=== cpu_result_tx ===
### src/rtl/cpu_result_tx_pkg.sv
// cpu_result_tx_pkg: state encodings and sizing helper for the serial result transmitter
package cpu_result_tx_pkg;
  typedef enum logic [1:0] {TX_IDLE, TX_FS, TX_DATA, TX_FLAGS} tx_state_e;
  function automatic int cnt_w(input int a, input int b);
    int m;
    m = (a > b) ? a : b;
    return (m > 1) ? $clog2(m) : 1;
  endfunction
endpackage

### src/rtl/cpu_result_tx.sv
// cpu_result_tx: frames ALU result and flags as strobe + MSB-first serial bits
module cpu_result_tx
  import cpu_result_tx_pkg::*;
#(
  parameter int DATA_W     = 8,
  parameter int FLAG_W     = 4,
  parameter bit SEND_FLAGS = 1'b1
) (
  input  logic              clk,
  input  logic              rst,
  input  logic              start_i,
  input  logic [DATA_W-1:0] data_i,
  input  logic [FLAG_W-1:0] flags_i,
  output logic              busy_o,
  output logic              done_o,
  output logic              fs_o,
  output logic              sdo_o
);
  localparam int SR_W  = DATA_W + FLAG_W;
  localparam int CNT_W = cnt_w(DATA_W, FLAG_W);
  tx_state_e        state_q, state_d;
  logic [SR_W-1:0]  sr_q, sr_d;
  logic [CNT_W-1:0] cnt_q, cnt_d;
  logic             busy_q, busy_d, done_q, done_d, fs_q, fs_d, sdo_q, sdo_d;
  logic             emit;
  logic             last;
  // outputs are computed for the upcoming state and registered alongside it
  always_comb begin
    state_d = state_q;
    sr_d    = sr_q;
    cnt_d   = cnt_q;
    busy_d  = 1'b0;
    done_d  = 1'b0;
    fs_d    = 1'b0;
    sdo_d   = 1'b0;
    emit    = 1'b0;
    last    = (state_q == TX_DATA) ? (cnt_q == CNT_W'(DATA_W - 1))
                                   : (cnt_q == CNT_W'(FLAG_W - 1));
    case (state_q)
      TX_IDLE: if (start_i) begin
        state_d = TX_FS;
        sr_d    = {data_i, flags_i};
        cnt_d   = '0;
        busy_d  = 1'b1;
        fs_d    = 1'b1;
      end
      TX_FS: begin
        state_d = TX_DATA;
        cnt_d   = '0;
        emit    = 1'b1;
      end
      TX_DATA: begin
        state_d = !last ? TX_DATA : (SEND_FLAGS ? TX_FLAGS : TX_IDLE);
        cnt_d   = last ? '0 : cnt_q + 1'b1;
        emit    = !last || SEND_FLAGS;
        done_d  = last && !SEND_FLAGS;
      end
      TX_FLAGS: begin
        state_d = last ? TX_IDLE : TX_FLAGS;
        cnt_d   = last ? '0 : cnt_q + 1'b1;
        emit    = !last;
        done_d  = last;
      end
      default: state_d = TX_IDLE;
    endcase
    if (emit) begin
      busy_d = 1'b1;
      sdo_d  = sr_q[SR_W-1];
      sr_d   = sr_q << 1;
    end
  end
  always_ff @(posedge clk) begin
    if (rst) begin
      state_q <= TX_IDLE;
      sr_q    <= '0;
      cnt_q   <= '0;
      busy_q  <= 1'b0;
      done_q  <= 1'b0;
      fs_q    <= 1'b0;
      sdo_q   <= 1'b0;
    end else begin
      state_q <= state_d;
      sr_q    <= sr_d;
      cnt_q   <= cnt_d;
      busy_q  <= busy_d;
      done_q  <= done_d;
      fs_q    <= fs_d;
      sdo_q   <= sdo_d;
    end
  end
  assign busy_o = busy_q;
  assign done_o = done_q;
  assign fs_o   = fs_q;
  assign sdo_o  = sdo_q;
endmodule

### config.mk
export PLATFORM = sky130hd
export DESIGN_NAME = cpu_result_tx
export DESIGN_NICKNAME = d
export VERILOG_FILES = /design/src/rtl/cpu_result_tx_pkg.sv /design/src/rtl/cpu_result_tx.sv
export SDC_FILE = /design/constraint.sdc
export NUM_CORES = 1
export LEC_CHECK = 0
export ABC_CLOCK_PERIOD_IN_PS = 1700
export CAP_MARGIN = 20
export CORE_MARGIN = 5
export CORE_UTILIZATION = 45
export CTS_BUF_LIST = sky130_fd_sc_hd__clkbuf_16
export CTS_CLUSTER_DIAMETER = 30
export DETAILED_ROUTE_END_ITERATION = 6
export GPL_TIMING_DRIVEN = 0
export PLACE_DENSITY = 0.76
export SYNTH_ARGS = -nofsm -noshare
export SYNTH_HDL_FRONTEND = slang
export SYNTH_SLANG_ARGS = --single-unit
### constraint.sdc
create_clock -name clk -period 1.7 [get_ports clk]
set_clock_uncertainty 0.05 [all_clocks]
set_input_delay 0.34 -clock clk [delete_from_list [all_inputs] [get_ports clk]]
set_output_delay 0.34 -clock clk [all_outputs]
set_load 0.05 [all_outputs]
=== muldiv_ctrl ===
===== src/rtl/muldiv_ctrl.sv =====
// Iterative radix-2 multiply / restoring divide sequencer owning HI/LO.
// Optional MULDIV_EARLY_OUT_EN: MUL ends once remaining multiplier bits are zero.
module muldiv_ctrl #(
    parameter int WIDTH = 32
) (
    input  logic             clk,
    input  logic             rst_n,
    input  logic             start_i,
    input  logic [1:0]       op_i,
    input  logic [WIDTH-1:0] src_a_i,
    input  logic [WIDTH-1:0] src_b_i,
    input  logic             flush_i,
    input  logic             hi_we_i,
    input  logic             lo_we_i,
    input  logic [WIDTH-1:0] wdata_i,
    input  logic             hilo_rd_i,
    output logic             stall_o,
    output logic             busy_o,
    output logic             done_o,
    output logic [WIDTH-1:0] hi_o,
    output logic [WIDTH-1:0] lo_o
);
    localparam int CW = $clog2(WIDTH) + 1;

    typedef enum logic [1:0] {IDLE, MUL, DIV, FIX} state_t;

    state_t             state_q, state_d;
    logic [CW-1:0]      cnt_q, cnt_d;
    logic [2*WIDTH-1:0] acc_q, acc_d;
    logic [2*WIDTH-1:0] x_q, x_d;
    logic [WIDTH-1:0]   y_q, y_d;
    logic [WIDTH-1:0]   hi_q, hi_d;
    logic [WIDTH-1:0]   lo_q, lo_d;
    logic               neg_q, neg_d;
    logic               rneg_q, rneg_d;
    logic               mul_q, mul_d;
    logic               done_q, done_d;

    logic               sgn, a_neg, b_neg;
    logic [WIDTH-1:0]   a_abs, b_abs;
    logic [WIDTH:0]     t, diff;
    logic [2*WIDTH-1:0] prod_n;
    logic               last, mul_last;

    assign sgn    = ~op_i[0];
    assign a_neg  = sgn & src_a_i[WIDTH-1];
    assign b_neg  = sgn & src_b_i[WIDTH-1];
    assign a_abs  = a_neg ? -src_a_i : src_a_i;
    assign b_abs  = b_neg ? -src_b_i : src_b_i;
    // Partial remainder shifted left with next dividend bit; needs WIDTH+1 bits.
    assign t      = acc_q[2*WIDTH-1:WIDTH-1];
    assign diff   = t - {1'b0, y_q};
    assign prod_n = -acc_q;
    assign last   = (cnt_q == CW'(WIDTH - 1));

`ifdef MULDIV_EARLY_OUT_EN
    assign mul_last = last | (y_q[WIDTH-1:1] == '0);
`else
    assign mul_last = last;
`endif

    always_comb begin
        state_d = state_q;
        cnt_d   = cnt_q;
        acc_d   = acc_q;
        x_d     = x_q;
        y_d     = y_q;
        hi_d    = hi_q;
        lo_d    = lo_q;
        neg_d   = neg_q;
        rneg_d  = rneg_q;
        mul_d   = mul_q;
        done_d  = 1'b0;
        unique case (state_q)
            IDLE: begin
                if (!flush_i) begin
                    if (hi_we_i) hi_d = wdata_i;
                    if (lo_we_i) lo_d = wdata_i;
                    if (start_i) begin
                        cnt_d  = '0;
                        y_d    = b_abs;
                        neg_d  = a_neg ^ b_neg;
                        rneg_d = a_neg;
                        mul_d  = ~op_i[1];
                        if (!op_i[1]) begin
                            acc_d   = '0;
                            x_d     = {{WIDTH{1'b0}}, a_abs};
                            state_d = MUL;
                        end else if (src_b_i == '0) begin
                            acc_d   = {src_a_i, {WIDTH{1'b1}}};
                            neg_d   = 1'b0;
                            rneg_d  = 1'b0;
                            state_d = FIX;
                        end else begin
                            acc_d   = {{WIDTH{1'b0}}, a_abs};
                            state_d = DIV;
                        end
                    end
                end
            end
            MUL: begin
                if (y_q[0]) acc_d = acc_q + x_q;
                x_d   = x_q << 1;
                y_d   = y_q >> 1;
                cnt_d = cnt_q + CW'(1);
                if (mul_last) state_d = FIX;
            end
            DIV: begin
                if (!diff[WIDTH])
                    acc_d = {diff[WIDTH-1:0], acc_q[WIDTH-2:0], 1'b1};
                else
                    acc_d = {t[WIDTH-1:0], acc_q[WIDTH-2:0], 1'b0};
                cnt_d = cnt_q + CW'(1);
                if (last) state_d = FIX;
            end
            FIX: begin
                if (mul_q) begin
                    {hi_d, lo_d} = neg_q ? prod_n : acc_q;
                end else begin
                    lo_d = neg_q ? -acc_q[WIDTH-1:0] : acc_q[WIDTH-1:0];
                    hi_d = rneg_q ? -acc_q[2*WIDTH-1:WIDTH]
                                  : acc_q[2*WIDTH-1:WIDTH];
                end
                done_d  = 1'b1;
                state_d = IDLE;
            end
            default: state_d = IDLE;
        endcase
    end

    always_ff @(posedge clk or negedge rst_n) begin
        if (!rst_n) begin
            state_q <= IDLE;
            cnt_q   <= '0;
            acc_q   <= '0;
            x_q     <= '0;
            y_q     <= '0;
            hi_q    <= '0;
            lo_q    <= '0;
            neg_q   <= 1'b0;
            rneg_q  <= 1'b0;
            mul_q   <= 1'b0;
            done_q  <= 1'b0;
        end else begin
            state_q <= state_d;
            cnt_q   <= cnt_d;
            acc_q   <= acc_d;
            x_q     <= x_d;
            y_q     <= y_d;
            hi_q    <= hi_d;
            lo_q    <= lo_d;
            neg_q   <= neg_d;
            rneg_q  <= rneg_d;
            mul_q   <= mul_d;
            done_q  <= done_d;
        end
    end

    assign busy_o  = (state_q != IDLE);
    assign stall_o = busy_o & ~flush_i &
                     (start_i | hilo_rd_i | hi_we_i | lo_we_i);
    assign done_o  = done_q;
    assign hi_o    = hi_q;
    assign lo_o    = lo_q;
endmodule


===== config.mk =====
export PLATFORM = sky130hd
export DESIGN_NAME = muldiv_ctrl
export DESIGN_NICKNAME = d
export VERILOG_FILES = /design/src/rtl/muldiv_ctrl.sv
export SDC_FILE = /design/constraint.sdc
export NUM_CORES = 1
export LEC_CHECK = 0
export ABC_AREA = 1
export CAP_MARGIN = 20
export CORE_UTILIZATION = 59
export CTS_CLUSTER_DIAMETER = 40
export DETAILED_ROUTE_END_ITERATION = 8
export PLACE_DENSITY = 0.84
export SLEW_MARGIN = 10
export SYNTH_ARGS = -nofsm -noshare
export SYNTH_HDL_FRONTEND = slang
export SYNTH_SLANG_ARGS = --single-unit

===== constraint.sdc =====
create_clock -name clk -period 4.4 [get_ports clk]
set_input_delay 1.1 -clock clk [delete_from_list [all_inputs] [get_ports clk]]
set_output_delay 1.1 -clock clk [all_outputs]
set_load 0.02 [all_outputs]

Fig. 1: cpu_result_tx, met1 routing
(8 px per um) Supply wires on this layer in gray. Cells faint in the background.
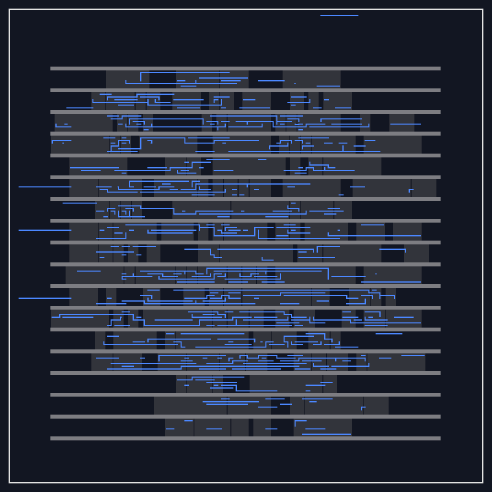
main direction = horizontal
wire length on this layer = 1190 um
nets with wire on the layer = 157
longest straight run = 24.4 um
share of all routed wire = 46%
met1 global-route usage: 21.7%
count of vias placed by the detailed router: 991
Routed Wire Length: 2600 um

==> reports/qor.yml, cpu_result_tx <==
crit_type: "register to register"
layout_top_cells_excl_fill_tap: "sky130_fd_sc_hd__nand2_1 (22), sky130_fd_sc_hd__nor2_1 (19), sky130_fd_sc_hd__dfxtp_1 (19)"
ant_nets: 0
status: "finished, violations left"
total_switching_power_mw: 0.591
hold_path.class: "register to register"
synthCells: 129
timing.final.ws_setup_ns: -0.163
violations_in_the_final_reports: "setup timing"
yosys.stat.chipArea_um2: 1080
final_core_util_pct: 66.7
finish.instance_area_um2: 1500
global_placer_s_final_weighted_congestion: 0.792
finalSetupViolCount: 12
final.signal_inverter_count: 2
Fig. 2: muldiv_ctrl, met1 routing
(2 px per um) Supply wires on this layer in gray. Cells faint in the background.
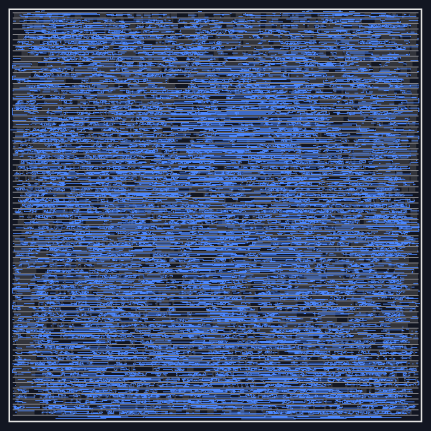
longest straight run = 74.5 um
nets with wire on the layer = 4335
count of vias placed by the detailed router: 28900
met1 global-route usage: 61.1%
Routed Wire Length: 100000 um

==> reports/qor.yml, muldiv_ctrl <==
status: "complete, no violations"
report.power.total_mw: 25.5
area.combinational_um2: 15300
total_switching_power_mw: 14.7
yosys_cells: 4236
layoutNonFillerInstCount: 4923
synth-adder-area-share_pct: 5.50
grt_util_met2_pct: 70.0
drt_iter0_drc: 4197
layout_top_cells_excl_fill_tap: "sky130_fd_sc_hd__nand2_1 (1333), sky130_fd_sc_hd__inv_1 (699), sky130_fd_sc_hd__nor2_1 (447)"
postSynthSeqShare_pct: 24.2
switching_share_pct: 57.9
core_region_area_um2: 40800
tapCellCount: 532
cp-start-kind: "input port"
yosys-top-cells-area: "sky130_fd_sc_hd__dfrtp_1 (24%), sky130_fd_sc_hd__nand2_1 (21%), sky130_fd_sc_hd__inv_1 (11%)"
crit_start: "lo_we_i"
clock_power_share_pct: 13.4
cts_repair_resize_count: 0
cp.arrival_ns: 2.43
hold_viol: 0
timing.reg2reg.worst_path_depth: 17
post_synth.cell_area_avg_um2: 5.76
synth_area_um2: 24400


==> gallery <==
Track usage over the die.
panel A
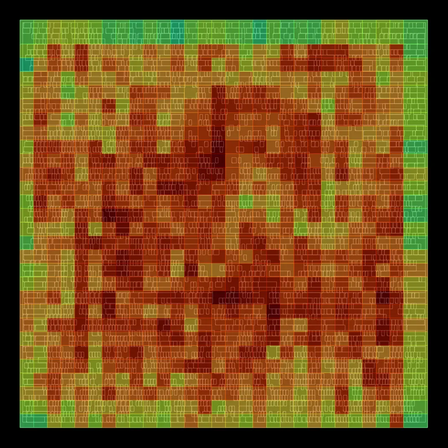
panel B
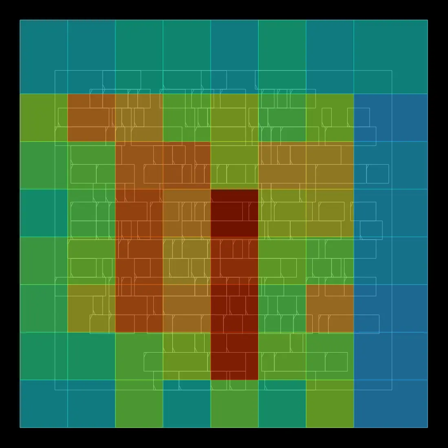
Panel B is cpu_result_tx.
Panel A is muldiv_ctrl.
Of these, most wire per cell: panel A
Of these, highest track usage: panel A

